=== cpu_sequencer ===
cpu_sequencer/zoom.png
Window x 23 to 43, y 2 to 22 µm. Cells in gray, sequential cells in the stronger gray; small squares are vias.
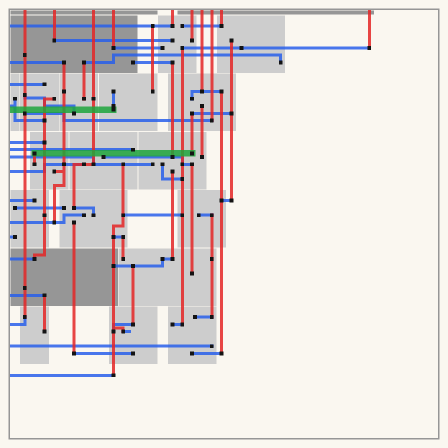

`config.mk`:
```
export PLATFORM = sky130hd
export DESIGN_NAME = cpu_sequencer
export DESIGN_NICKNAME = d
export VERILOG_FILES = /design/src/rtl/cpu_pkg.sv /design/src/rtl/cpu_sequencer_bus_watchdog.sv /design/src/rtl/cpu_sequencer.sv
export SDC_FILE = /design/constraint.sdc
export NUM_CORES = 1
export LEC_CHECK = 0
export CORE_AREA = 2 2 42 44
export CTS_CLUSTER_DIAMETER = 40
export DETAILED_ROUTE_END_ITERATION = 10
export DIE_AREA = 0 0 44 46
export PLACE_DENSITY = 0.76
export RECOVER_POWER = 100
export SETUP_SLACK_MARGIN = 0.4
export SYNTH_ARGS = -nofsm -noshare
export SYNTH_HDL_FRONTEND = slang
export SYNTH_SLANG_ARGS = --single-unit
```
`constraint.sdc`:
```
create_clock -name clk -period 4.5 [get_ports clk]
set_input_delay 0.9 -clock clk [delete_from_list [all_inputs] [get_ports clk]]
set_output_delay 0.9 -clock clk [all_outputs]
set_load 0.005 [all_outputs]
```
`src/rtl/cpu_pkg.sv`:
```
// cpu_pkg: definitions shared by the CPU core control blocks.
//   seq_state_t      - sequencer FSM encoding
//   STATE_FETCH/EXEC - encoding of the 1-bit 'state' output seen by PC/regfile
//   ADDR_SEL_PC/ALU  - memory bus address mux select
package cpu_pkg;

  typedef enum logic [1:0] {
    S_FETCH = 2'd0,
    S_EXEC  = 2'd1,
    S_HALT  = 2'd2
  } seq_state_t;

  localparam logic STATE_FETCH  = 1'b0;
  localparam logic STATE_EXEC   = 1'b1;

  localparam logic ADDR_SEL_PC  = 1'b0;
  localparam logic ADDR_SEL_ALU = 1'b1;

endpackage

```
`src/rtl/cpu_sequencer_bus_watchdog.sv`:
```
// bus_watchdog: counts consecutive stalled bus cycles of one access and
// flags a timeout once the count reaches MAX_WAIT.
//   clk, rst_n      - clock, async active-low reset
//   i_strobe        - a bus strobe (read or write) is asserted this cycle
//   i_waitrequest   - bus not ready
//   i_clear         - sequencer changes state at the next edge
//   o_timeout       - this stalled cycle is the MAX_WAIT-th one in a row
module bus_watchdog #(
  parameter int MAX_WAIT = 16,
  parameter int WAIT_W   = 5
) (
  input  logic clk,
  input  logic rst_n,
  input  logic i_strobe,
  input  logic i_waitrequest,
  input  logic i_clear,
  output logic o_timeout
);

  localparam logic [WAIT_W-1:0] CNT_SAT = '1;

  logic [WAIT_W-1:0] r_cnt;
  logic              w_waiting;

  assign w_waiting = i_strobe & i_waitrequest;

  // Saturating counter: with the watchdog disabled it may sit at all-ones
  // for arbitrarily long waits without wrapping.
  always_ff @(posedge clk or negedge rst_n) begin
    if (!rst_n) begin
      r_cnt <= '0;
    end else if (!w_waiting || i_clear) begin
      r_cnt <= '0;
    end else if (r_cnt != CNT_SAT) begin
      r_cnt <= r_cnt + 1'b1;
    end
  end

  // Timeout fires in the cycle whose edge would bring the count to MAX_WAIT,
  // so bus_error is visible right after the MAX_WAIT-th wait cycle.
  generate
    if (MAX_WAIT == 0) begin : g_disabled
      assign o_timeout = 1'b0;
    end else begin : g_enabled
      localparam logic [WAIT_W-1:0] LIMIT_M1 = WAIT_W'(MAX_WAIT - 1);
      assign o_timeout = w_waiting & (r_cnt == LIMIT_M1);
    end
  endgenerate

endmodule

```
`src/rtl/cpu_sequencer.sv`:
```
// cpu_sequencer: multicycle FETCH/EXEC control sequencer for the CPU core.
// Arbitrates the single memory bus between instruction fetch and data
// load/store, detects halt (fetch of address 0) and bus-wait timeouts.
//   clk, reset      - clock, async active-low reset
//   waitrequest     - bus not ready, hold current access
//   finish          - PC is the exit address (evaluated in FETCH only)
//   data_read/write - decoded load/store (EXEC)
//   alu_busy        - multi-cycle ALU still computing (EXEC)
//   state           - 0 FETCH, 1 EXEC (HALT also reads 1)
//   stall, mem_read, mem_write, addr_sel, ir_load, commit - control outputs
//   active          - running; low after halt or bus error
//   bus_error       - sticky watchdog expiry flag
//
// state   | meaning
// S_FETCH | read instruction at PC into IR
// S_EXEC  | execute, optional load/store via ALU address, commit
// S_HALT  | stopped by finish or bus error; only reset leaves
module cpu_sequencer
  import cpu_pkg::*;
#(
  parameter int MAX_WAIT = 16,
  parameter int WAIT_W   = 5
) (
  input  logic clk,
  input  logic reset,
  input  logic waitrequest,
  input  logic finish,
  input  logic data_read,
  input  logic data_write,
  input  logic alu_busy,
  output logic state,
  output logic stall,
  output logic mem_read,
  output logic mem_write,
  output logic addr_sel,
  output logic ir_load,
  output logic commit,
  output logic active,
  output logic bus_error
);

  seq_state_t r_state;
  seq_state_t w_next;
  logic       r_bus_error;
  logic       w_timeout;
  logic       w_mem_access;
  logic       w_exec_stall;
  logic       w_strobe;
  logic       w_state_chg;

  assign w_mem_access = data_read | data_write;
  assign w_exec_stall = (w_mem_access & waitrequest) | alu_busy;

  always_comb begin
    w_next    = r_state;
    state     = STATE_FETCH;
    stall     = 1'b0;
    mem_read  = 1'b0;
    mem_write = 1'b0;
    addr_sel  = ADDR_SEL_PC;
    ir_load   = 1'b0;
    commit    = 1'b0;

    case (r_state)
      S_FETCH: begin
        if (finish) begin
          stall  = 1'b1;
          w_next = S_HALT;
        end else begin
          mem_read = 1'b1;
          if (waitrequest) begin
            stall = 1'b1;
          end else begin
            ir_load = 1'b1;
            w_next  = S_EXEC;
          end
        end
      end
      S_EXEC: begin
        state     = STATE_EXEC;
        addr_sel  = w_mem_access ? ADDR_SEL_ALU : ADDR_SEL_PC;
        mem_read  = data_read;
        mem_write = data_write & ~data_read;
        stall     = w_exec_stall;
        commit    = ~w_exec_stall;
        if (!w_exec_stall) w_next = S_FETCH;
      end
      S_HALT: begin
        state = STATE_EXEC;
        stall = 1'b1;
      end
      default: begin
        w_next = S_HALT;
      end
    endcase

    if (w_timeout) w_next = S_HALT;

    // While reset is held every control output is forced low so that an
    // access in flight is abandoned immediately and nothing commits.
    if (!reset) begin
      stall     = 1'b0;
      mem_read  = 1'b0;
      mem_write = 1'b0;
      addr_sel  = ADDR_SEL_PC;
      ir_load   = 1'b0;
      commit    = 1'b0;
    end
  end

  assign w_strobe    = mem_read | mem_write;
  assign w_state_chg = (w_next != r_state);

  bus_watchdog #(
    .MAX_WAIT (MAX_WAIT),
    .WAIT_W   (WAIT_W)
  ) u_bus_watchdog (
    .clk           (clk),
    .rst_n         (reset),
    .i_strobe      (w_strobe),
    .i_waitrequest (waitrequest),
    .i_clear       (w_state_chg),
    .o_timeout     (w_timeout)
  );

  always_ff @(posedge clk or negedge reset) begin
    if (!reset) begin
      r_state     <= S_FETCH;
      r_bus_error <= 1'b0;
    end else begin
      r_state <= w_next;
      if (w_timeout) r_bus_error <= 1'b1;
    end
  end

  assign active    = (r_state != S_HALT);
  assign bus_error = r_bus_error;

endmodule

```
=== rr_priority_encoder ===
<file path="src/rtl/rr_priority_encoder_pkg.sv">
// -----------------------------------------------------------------------------
// rr_priority_encoder_pkg
// Shared constants for the round-robin priority encoder and the datapath
// select-line decoders. Both sides agree on the select width through these
// defaults.
//   IDX_WIDTH_DEF : default width of the encoded select index
//   N_REQ_DEF     : default number of request lines
//   state_t       : encoder FSM state encoding (ST_IDLE / ST_HOLD)
// -----------------------------------------------------------------------------
package rr_priority_encoder_pkg;

  localparam int IDX_WIDTH_DEF = 6;
  localparam int N_REQ_DEF     = 36;

  typedef enum logic {
    ST_IDLE = 1'b0,
    ST_HOLD = 1'b1
  } state_t;

endpackage : rr_priority_encoder_pkg

</file>
<file path="src/rtl/rr_scan.sv">
// -----------------------------------------------------------------------------
// rr_scan
// Purely combinational round-robin search. The request vector is rotated so
// that line ptr lands at position 0, the lowest set bit of the rotated vector
// is found, and its offset is rotated back into an absolute line number.
// Ports:
//   req        in  N_REQ      request vector (multi-hot)
//   ptr        in  IDX_WIDTH  highest-priority line, always < N_REQ
//   found      out 1          at least one request line is set
//   sel_idx    out IDX_WIDTH  selected line (0 when nothing is found)
//   sel_onehot out N_REQ      one-hot of sel_idx (all-zero when nothing found)
// -----------------------------------------------------------------------------
module rr_scan
  import rr_priority_encoder_pkg::*;
#(
  parameter int IDX_WIDTH = IDX_WIDTH_DEF,
  parameter int N_REQ     = N_REQ_DEF
) (
  input  logic [N_REQ-1:0]     req,
  input  logic [IDX_WIDTH-1:0] ptr,
  output logic                 found,
  output logic [IDX_WIDTH-1:0] sel_idx,
  output logic [N_REQ-1:0]     sel_onehot
);

  logic [N_REQ-1:0]     rot;
  logic [IDX_WIDTH-1:0] off;

  // Modulo-N_REQ addition; both operands are already below N_REQ, so a single
  // conditional subtraction is enough.
  function automatic logic [IDX_WIDTH-1:0] wrap_add(
    input logic [IDX_WIDTH-1:0] a,
    input logic [IDX_WIDTH-1:0] b
  );
    logic [IDX_WIDTH:0] s;
    s = {1'b0, a} + {1'b0, b};
    if (s >= (IDX_WIDTH+1)'(N_REQ)) begin
      s = s - (IDX_WIDTH+1)'(N_REQ);
    end else begin
      s = s;
    end
    return s[IDX_WIDTH-1:0];
  endfunction

  // Rotate the request vector so that line ptr sits at bit 0.
  always_comb begin
    rot = '0;
    for (int k = 0; k < N_REQ; k++) begin
      rot[k] = req[wrap_add(ptr, IDX_WIDTH'(k))];
    end
  end

  // Find-first-set on the rotated vector; the descending loop lets the lowest
  // set bit win.
  always_comb begin
    off = '0;
    for (int k = N_REQ - 1; k >= 0; k--) begin
      if (rot[k]) begin
        off = IDX_WIDTH'(k);
      end else begin
        off = off;
      end
    end
  end

  assign found = |req;

  // Rotate the offset back into an absolute line number and build its one-hot.
  always_comb begin
    sel_idx    = '0;
    sel_onehot = '0;
    if (found) begin
      sel_idx             = wrap_add(ptr, off);
      sel_onehot[sel_idx] = 1'b1;
    end else begin
      sel_idx    = '0;
      sel_onehot = '0;
    end
  end

endmodule : rr_scan

</file>
<file path="src/rtl/rr_priority_encoder.sv">
// -----------------------------------------------------------------------------
// rr_priority_encoder
// Sequential round-robin priority encoder: turns a multi-hot request vector
// into a registered binary select index plus matching one-hot grant. Input and
// output use valid/ready handshakes; a produced index is held until acked.
// Ports:
//   clk        in  1          rising-edge clock
//   reset      in  1          synchronous active-high reset
//   req        in  N_REQ      request vector (multi-hot)
//   req_valid  in  1          req is presented
//   req_ready  out 1          req is accepted this cycle
//   idx        out IDX_WIDTH  granted line
//   grant      out N_REQ      one-hot of idx
//   out_valid  out 1          idx/grant valid
//   out_ready  in  1          consumer acknowledges idx
//   zero_err   out 1          (only with RR_ENC_ZERO_ERR_EN) one-cycle pulse
//                             after an all-zero request is accepted
// Build option: define RR_ENC_ZERO_ERR_EN to add the zero_err port. Without it
// all-zero requests are dropped silently.
// -----------------------------------------------------------------------------
module rr_priority_encoder
  import rr_priority_encoder_pkg::*;
#(
  parameter int IDX_WIDTH = IDX_WIDTH_DEF,
  parameter int N_REQ     = N_REQ_DEF
) (
  input  logic                 clk,
  input  logic                 reset,
  input  logic [N_REQ-1:0]     req,
  input  logic                 req_valid,
  output logic                 req_ready,
  output logic [IDX_WIDTH-1:0] idx,
  output logic [N_REQ-1:0]     grant,
  output logic                 out_valid,
`ifdef RR_ENC_ZERO_ERR_EN
  output logic                 zero_err,
`endif
  input  logic                 out_ready
);

  state_t               state_r,  state_next;
  logic [IDX_WIDTH-1:0] ptr_r,    ptr_next;
  logic [IDX_WIDTH-1:0] idx_r,    idx_next;
  logic [N_REQ-1:0]     grant_r,  grant_next;
`ifdef RR_ENC_ZERO_ERR_EN
  logic                 zero_err_r, zero_err_next;
`endif

  logic                 consume;
  logic                 accept;
  logic [IDX_WIDTH-1:0] ptr_after;
  logic [IDX_WIDTH-1:0] ptr_eff;
  logic                 found;
  logic [IDX_WIDTH-1:0] sel_idx;
  logic [N_REQ-1:0]     sel_onehot;

  // Ready is combinational on out_ready so a held result and a new request can
  // be exchanged in the same cycle.
  always_comb begin
    req_ready = 1'b0;
    case (state_r)
      ST_IDLE: req_ready = 1'b1;
      ST_HOLD: req_ready = out_ready;
      default: req_ready = 1'b0;
    endcase
  end

  assign consume   = (state_r == ST_HOLD) && out_ready;
  assign accept    = req_valid && req_ready;
  assign ptr_after = (idx_r == IDX_WIDTH'(N_REQ - 1)) ? '0 : idx_r + IDX_WIDTH'(1);
  // A request accepted while the previous result is consumed must already see
  // the advanced pointer, otherwise back-to-back grants would repeat a line.
  assign ptr_eff   = consume ? ptr_after : ptr_r;

  rr_scan #(
    .IDX_WIDTH (IDX_WIDTH),
    .N_REQ     (N_REQ)
  ) u_scan (
    .req        (req),
    .ptr        (ptr_eff),
    .found      (found),
    .sel_idx    (sel_idx),
    .sel_onehot (sel_onehot)
  );

  // Next-state, pointer and output-register update logic.
  always_comb begin
    state_next = state_r;
    ptr_next   = ptr_r;
    idx_next   = idx_r;
    grant_next = grant_r;
`ifdef RR_ENC_ZERO_ERR_EN
    zero_err_next = 1'b0;
`endif
    if (consume) begin
      ptr_next   = ptr_after;
      state_next = ST_IDLE;
    end else begin
      ptr_next = ptr_r;
    end
    if (accept) begin
      if (found) begin
        idx_next   = sel_idx;
        grant_next = sel_onehot;
        state_next = ST_HOLD;
      end else begin
        // All-zero request: consumed, nothing produced, pointer untouched.
        state_next = ST_IDLE;
`ifdef RR_ENC_ZERO_ERR_EN
        zero_err_next = 1'b1;
`endif
      end
    end else begin
      idx_next = idx_r;
    end
  end

  // State, pointer and output registers; reset overrides any pending event.
  always_ff @(posedge clk) begin
    if (reset) begin
      state_r <= ST_IDLE;
      ptr_r   <= '0;
      idx_r   <= '0;
      grant_r <= '0;
`ifdef RR_ENC_ZERO_ERR_EN
      zero_err_r <= 1'b0;
`endif
    end else begin
      state_r <= state_next;
      ptr_r   <= ptr_next;
      idx_r   <= idx_next;
      grant_r <= grant_next;
`ifdef RR_ENC_ZERO_ERR_EN
      zero_err_r <= zero_err_next;
`endif
    end
  end

  assign idx       = idx_r;
  assign grant     = grant_r;
  assign out_valid = (state_r == ST_HOLD);
`ifdef RR_ENC_ZERO_ERR_EN
  assign zero_err  = zero_err_r;
`endif

endmodule : rr_priority_encoder
</file>
<file path="config.mk">
export PLATFORM = sky130hd
export DESIGN_NAME = rr_priority_encoder
export DESIGN_NICKNAME = d
export VERILOG_FILES = /design/src/rtl/rr_priority_encoder_pkg.sv /design/src/rtl/rr_scan.sv /design/src/rtl/rr_priority_encoder.sv
export SDC_FILE = /design/constraint.sdc
export NUM_CORES = 1
export LEC_CHECK = 0
export ABC_AREA = 1
export CORE_MARGIN = 2
export CORE_UTILIZATION = 35
export CTS_CLUSTER_SIZE = 28
export DETAILED_ROUTE_END_ITERATION = 10
export PLACE_DENSITY_LB_ADDON = 0.25
export SLEW_MARGIN = 20
export SYNTH_ARGS = -nofsm -noshare
export SYNTH_HDL_FRONTEND = slang
export SYNTH_SLANG_ARGS = --single-unit
</file>
<file path="constraint.sdc">
create_clock -name clk -period 10.6 [get_ports clk]
set_input_delay 3.18 -clock clk [delete_from_list [all_inputs] [get_ports clk]]
set_output_delay 3.18 -clock clk [all_outputs]
set_load 0.03 [all_outputs]
</file>
cpu_sequencer/clock_map.png
Drawn at 6 px/µm.
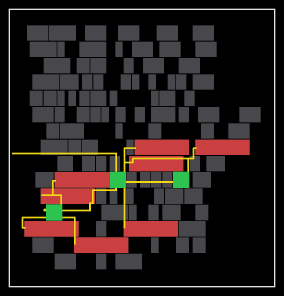
flip-flops -> red  # count 8
clock wires -> yellow  # length 109 µm
cells driving clock nets -> green  # count 3
routed clock nets = 4
Final Skew: 0.00501 ns
clock power share: 15.3%
P_clk: 53.8 µW

About cpu_sequencer/zoom.png:
met3 -> green
met1 -> blue
met2 -> red
sequential cells in the window = 2
netlist names of flops here include = `u_bus_watchdog.r_cnt` (2)
most frequent = xnor2_1 (3)
cells with their middle in the window = 18

==> flow_metrics.env, cpu_sequencer <==
# physical design summary
export IMPL_viasPerCell=5.66
export IMPL_p_seq_uw=98.4
export IMPL_synth_distinct_cells=27
export IMPL_outcome="completed"
export IMPL_fp_dieH_um=46
export IMPL_track_usage_pct=18.3
export IMPL_design_seq_count=8
export IMPL_final_common_cell="a21oi_1"
export IMPL_worstHoldEndpoint="bus_error$_DFFE_PN0P_"
export IMPL_ys_area_um2=741
export IMPL_maxCapViolCount=0
export IMPL_r2r_start="r_state[1]$_DFF_PN0_"
export IMPL_drtAntennaViolNets=0
export IMPL_clock_buffers=3
export IMPL_die_w_um=44
export IMPL_compound_area_share_pct=26.2
export IMPL_top_cells_by_area="dfrtp_1 27%, ha_1 15%, a21oi_1 7.4%"
export IMPL_antenna_found_initial=0
export IMPL_root_buffer="clkbuf_4"
export IMPL_synth_edff_count=0
export IMPL_synth_most_common_cell="a21oi_1"
export IMPL_port_buffers=15
export IMPL_cp_depth=6
export IMPL_p_leak_uw=0.000404
export IMPL_top_area_share_pct=27.0
export IMPL_met2_usage_pct=27.6
export IMPL_setup_violations=0
export IMPL_common_cells="11 x a21oi_1, 9 x ha_1, 8 x dfrtp_1"
export IMPL_r2r_slack_ns=2.20
export IMPL_top_layer="met3"
export IMPL_mux_share_pct=1.35
rr_priority_encoder/final_congestion.png
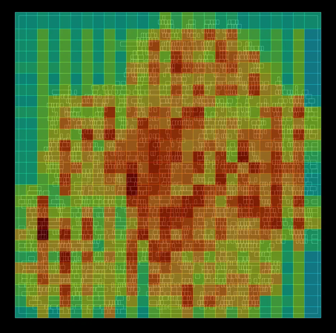
Overall Global Routing Usage: 25.5%
GR peak layer: met2

rr_priority_encoder/metal_stack.png
Drawn at 2 px/µm.
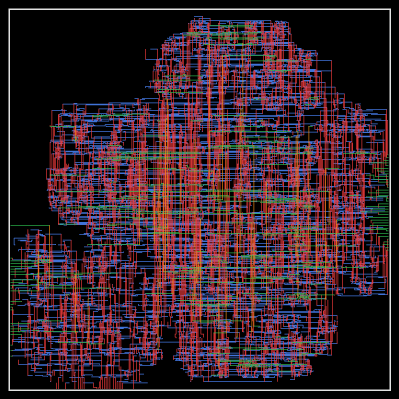
met4 -> orange  # wire length 1800 µm
met3 -> green  # wire length 3330 µm
met2 -> red  # wire length 21.6 mm
met1 -> blue  # wire length 21.2 mm
Total Wirelength: 47900 µm
DR WL/cell: 17.7 µm
vias after detailed routing: 14500

==> flow_metrics.env, rr_priority_encoder <==
# physical design summary
export IMPL_place_inst=2695
export IMPL_nets=2356
export IMPL_use_met3_pct=2.75
export IMPL_ys_flop_type="dfxtp_1"
export IMPL_critPathTopFamily="simple AND/OR/NAND/NOR gates"
export IMPL_p_clk_share_pct=7.3
export IMPL_critical_path_buf_inv_count=11
export IMPL_route_met3_wl_um=3330
export IMPL_finalPower_uw=2190
export IMPL_pwr_share_seq_pct=9.4
export IMPL_skew_ns=0.00492
export IMPL_drc_errors=0
export IMPL_hp_class="flip-flop to flip-flop"
export IMPL_cts_setup_buffers=0
export IMPL_relSlewSlack_pct=42.3
export IMPL_hp_start="grant[21]$_SDFFE_PP0P_"
export IMPL_hold_buffers=0
export IMPL_critical_path_class="primary input to flip-flop"
export IMPL_synth_most_common_cell="nand2_1"
export IMPL_mux_share_pct=0.363
export IMPL_io_pins=84
export IMPL_drtPass1Iterations=5
export IMPL_gp_congestion=0.981
export IMPL_report_final_slew_viol_count=0
export IMPL_yosys_cells=2067
export IMPL_clock_buffers=6
export IMPL_met1_length_um=21200
export IMPL_drive_gt1_share_pct=16.2
export IMPL_adder_share_pct=6.28
export IMPL_row_count=68
export IMPL_worst_path_most_repeated_cell="nand2_1"
export IMPL_pre_cts_ws_ns=0.0630
export IMPL_swShare_pct=57.7
export IMPL_nWellTaps=455
export IMPL_cts_buffers=5
export IMPL_antenna_cells=0
export IMPL_dpl_hpwl_um=38600
export IMPL_h_tree_depth=2
export IMPL_power_density_mw_per_mm2=150
export IMPL_p_clk_uw=159
export IMPL_hold_viol=0
export IMPL_met2_length_um=21600
export IMPL_largest_class="multi-input combinational cells"
export IMPL_clk_latency_ns=0.28
export IMPL_buf_share_pct=13.7
export IMPL_lay_top_cells="514 x nand2_1, 267 x inv_1, 154 x a21oi_1, 153 x o21ai_0, 143 x buf_4"
export IMPL_final_common_cell="nand2_1"
export IMPL_top_power_group="combinational logic"
export IMPL_inverters=307
export IMPL_design_area_mm2=0.0145
export IMPL_p_leak_uw=0.00678
export IMPL_outcome="completed"
export IMPL_top_layer="met4"
export IMPL_design_seq_count=49
export IMPL_min_delay_path_depth=2
export IMPL_top_cells_by_area="nand2_1 16%, inv_1 8.3%, dfxtp_1 8.1%"
export IMPL_rsz0062_at_grt="false"
export IMPL_cp_start_kind="primary input"
export IMPL_power_internal_uw=926
export IMPL_min_period_over_period_pct=92.0
export IMPL_ys_sh_simple_pct=34.4

=== updown_counter_p ===
updown_counter_p/metal_stack.png
Drawn at 8 px/µm.
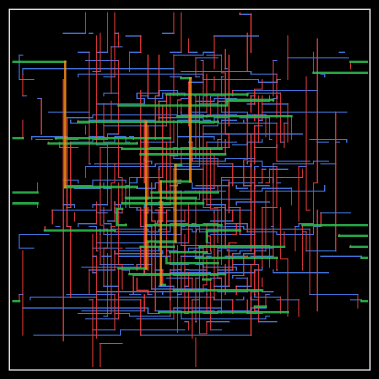
updown_counter_p/gate_families.png
Drawn at 8 px/µm.
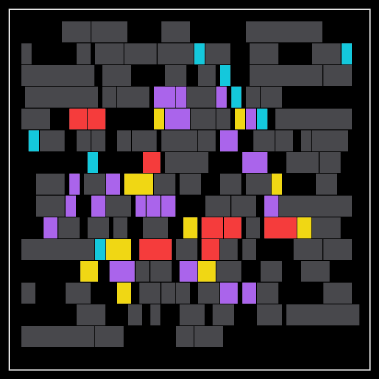
**src/rtl/updown_counter_p.sv**
```systemverilog
// updown_counter_p: up / down / ping-pong counter with sync clear, clamped load and terminal-count pulse.
// Optional macro UPDOWN_COUNTER_P_SAT_EN: modes 01 and 10 saturate at the bounds instead of wrapping.
module updown_counter_p #(
    parameter int unsigned      WIDTH   = 6,
    parameter logic [WIDTH-1:0] MAX_VAL = {WIDTH{1'b1}}
) (
    input  logic             clk,
    input  logic             rst,
    input  logic             en,
    input  logic [1:0]       mode,
    input  logic             clr,
    input  logic             load,
    input  logic [WIDTH-1:0] load_val,
    output logic [WIDTH-1:0] count,
    output logic             dir,
    output logic             tc
);

    localparam logic [1:0]       MODE_HOLD = 2'b00;
    localparam logic [1:0]       MODE_UP   = 2'b01;
    localparam logic [1:0]       MODE_DOWN = 2'b10;
    localparam logic [1:0]       MODE_PING = 2'b11;
    localparam logic [WIDTH-1:0] ZERO      = '0;
    localparam logic [WIDTH-1:0] ONE       = WIDTH'(1);

`ifdef UPDOWN_COUNTER_P_SAT_EN
    localparam logic [WIDTH-1:0] UP_WRAP   = MAX_VAL;
    localparam logic [WIDTH-1:0] DOWN_WRAP = ZERO;
`else
    localparam logic [WIDTH-1:0] UP_WRAP   = ZERO;
    localparam logic [WIDTH-1:0] DOWN_WRAP = MAX_VAL;
`endif

    logic [WIDTH-1:0] r_count;
    logic             r_dir;
    logic             r_tc;
    logic             r_armed;
    logic [WIDTH-1:0] w_count_nxt;
    logic             w_dir_nxt;
    logic             w_tc_nxt;
    logic             w_step;
    logic             w_up;
    logic             w_at_max;
    logic             w_at_zero;
    logic             w_over;

    // Next count / direction / terminal-count; priority clr > load > step > hold.
    always_comb begin
        w_count_nxt = r_count;
        w_dir_nxt   = r_dir;
        w_tc_nxt    = 1'b0;
        w_step      = en && r_armed && (mode != MODE_HOLD);
        w_up        = (mode == MODE_UP) || ((mode == MODE_PING) && !r_dir);
        w_at_max    = (r_count == MAX_VAL);
        w_at_zero   = (r_count == ZERO);
        w_over      = (r_count > MAX_VAL);

        if (clr) begin
            w_count_nxt = ZERO;
            w_dir_nxt   = 1'b0;
        end else if (load) begin
            w_count_nxt = (load_val > MAX_VAL) ? MAX_VAL : load_val;
        end else if (w_step) begin
            if (mode == MODE_UP) begin
                w_dir_nxt = 1'b0;
            end else if (mode == MODE_DOWN) begin
                w_dir_nxt = 1'b1;
            end

            if (w_up) begin
                if (w_over) begin
                    w_count_nxt = ZERO;
                end else if (w_at_max) begin
                    w_tc_nxt = 1'b1;
                    if (mode == MODE_PING) begin
                        w_count_nxt = MAX_VAL - ONE;
                        w_dir_nxt   = 1'b1;
                    end else begin
                        w_count_nxt = UP_WRAP;
                    end
                end else begin
                    w_count_nxt = r_count + ONE;
                end
            end else begin
                if (w_over) begin
                    w_count_nxt = MAX_VAL;
                end else if (w_at_zero) begin
                    w_tc_nxt = 1'b1;
                    if (mode == MODE_PING) begin
                        w_count_nxt = ONE;
                        w_dir_nxt   = 1'b0;
                    end else begin
                        w_count_nxt = DOWN_WRAP;
                    end
                end else begin
                    w_count_nxt = r_count - ONE;
                end
            end
        end
    end

    // r_armed blocks stepping on the first edge after reset release.
    always_ff @(posedge clk or posedge rst) begin
        if (rst) begin
            r_count <= ZERO;
            r_dir   <= 1'b0;
            r_tc    <= 1'b0;
            r_armed <= 1'b0;
        end else begin
            r_count <= w_count_nxt;
            r_dir   <= w_dir_nxt;
            r_tc    <= w_tc_nxt;
            r_armed <= 1'b1;
        end
    end

    assign count = r_count;
    assign dir   = r_dir;
    assign tc    = r_tc;

endmodule

```
**config.mk**
```make
export PLATFORM = sky130hd
export DESIGN_NAME = updown_counter_p
export DESIGN_NICKNAME = d
export VERILOG_FILES = /design/src/rtl/updown_counter_p.sv
export SDC_FILE = /design/constraint.sdc
export NUM_CORES = 1
export LEC_CHECK = 0
export ABC_CLOCK_PERIOD_IN_PS = 2200
export CAP_MARGIN = 20
export CORE_UTILIZATION = 49
export CTS_CLUSTER_DIAMETER = 40
export CTS_CLUSTER_SIZE = 28
export DETAILED_ROUTE_END_ITERATION = 7
export GPL_ROUTABILITY_DRIVEN = 0
export GPL_TIMING_DRIVEN = 0
export PLACE_DENSITY_LB_ADDON = 0.08
export SETUP_SLACK_MARGIN = 0.3
export SLEW_MARGIN = 20
export SYNTH_ARGS = -nofsm -noshare
export SYNTH_HDL_FRONTEND = slang
export SYNTH_SLANG_ARGS = --single-unit
export TNS_END_PERCENT = 5
```
**constraint.sdc**
```tcl
create_clock -name clk -period 2.2 [get_ports clk]
set_input_delay 0.55 -clock clk [delete_from_list [all_inputs] [get_ports clk]]
set_output_delay 0.55 -clock clk [all_outputs]
set_load 0.03 [all_outputs]
```
==> flow_metrics.env <==
# physical design summary
export IMPL_outcome="completed"
export IMPL_clk_share_pct=2.24
export IMPL_cp_depth=1
export IMPL_buf_share_pct=21.9
export IMPL_cts_resized_gates=1
export IMPL_syn_area_um2=902
export IMPL_ys_top_logic_family="AND-OR/OR-AND gates"
export IMPL_cts_buffers=3
export IMPL_grt_first_pass_wirelength_um=3900
export IMPL_place_area_mm2=0.00113
export IMPL_min_period_over_period_pct=89.6
export IMPL_fillers=151
export IMPL_yosysTopAreaCell="dfrtp_1"
export IMPL_xor_share_pct=0.971
export IMPL_synth_edff_count=0
export IMPL_r2r_end="count[3]$_DFFE_PP0P_"
export IMPL_r2r_slack_ns=0.27
export IMPL_postSynthSeqShare_pct=25.0
export IMPL_design_area_mm2=0.00117
export IMPL_finalPower_uw=548
export IMPL_top_layer="met4"
export IMPL_ys_area_um2=902
export IMPL_r2r_start="count[0]$_DFFE_PP0P_"
export IMPL_yosys_cells=111
export IMPL_top_power_group="combinational logic"
export IMPL_finish_utilization_pct=68.0
export IMPL_syn_area_per_cell_um2=8.13
export IMPL_met2_usage_pct=39.4
export IMPL_dpl_hpwl_um=1800
export IMPL_period_needed_ns=1.97
export IMPL_mux_share_pct=2.36
export IMPL_fp_coreArea_mm2=0.00173
export IMPL_antenna_found_initial=0
export IMPL_p_clk_share_pct=25.9
export IMPL_synth_seq_cells=9
export IMPL_cpPeakStageDelay_ns=0.70
export IMPL_swShare_pct=37.4
export IMPL_largest_class="multi-input combinational cells"
export IMPL_p_clk_uw=142
export IMPL_clock_buffers=4
export IMPL_grt_overflow=0
export IMPL_power_density_mw_per_mm2=467
export IMPL_drc_errors=0
export IMPL_power_internal_uw=343
export IMPL_report_final_slew_viol_count=0
export IMPL_drtPass1Iterations=4
export IMPL_port_buffers=19
export IMPL_cts_tree="yes"
export IMPL_pwr_share_seq_pct=34.7
export IMPL_drive_gt1_share_pct=18.4
export IMPL_setup_ws_ns=0.228
export IMPL_p_leak_uw=0.000480
export IMPL_lay_top_cells="17 x clkdlybuf4s50_1, 7 x buf_2, 7 x nand3_1, 7 x dfrtp_1"
export IMPL_synth_nets=127
Notes on updown_counter_p/metal_stack.png above:
met1 -> blue  # wire length 1060 µm
met4 -> orange  # wire length 69.4 µm
met3 -> green  # wire length 302 µm
met2 -> red  # wire length 1110 µm
vias after detailed routing: 1032
Overall Global Routing Usage: 26.8%
DR WL/cell: 15.8 µm

Notes on updown_counter_p/gate_families.png above:
inverters -> cyan  # cells 8, most used inv_1
NOR gates -> yellow  # cells 10
NAND gates -> purple  # cells 20, most used nand3_1
AND and OR gates -> red  # cells 8, most used or3_1
Commonest Layout Cell: clkdlybuf4s50_1
final non-filler cell total: 161
Comb/total area: 51.3%


No activity file was given, so power comes from the tool's default toggle rates.
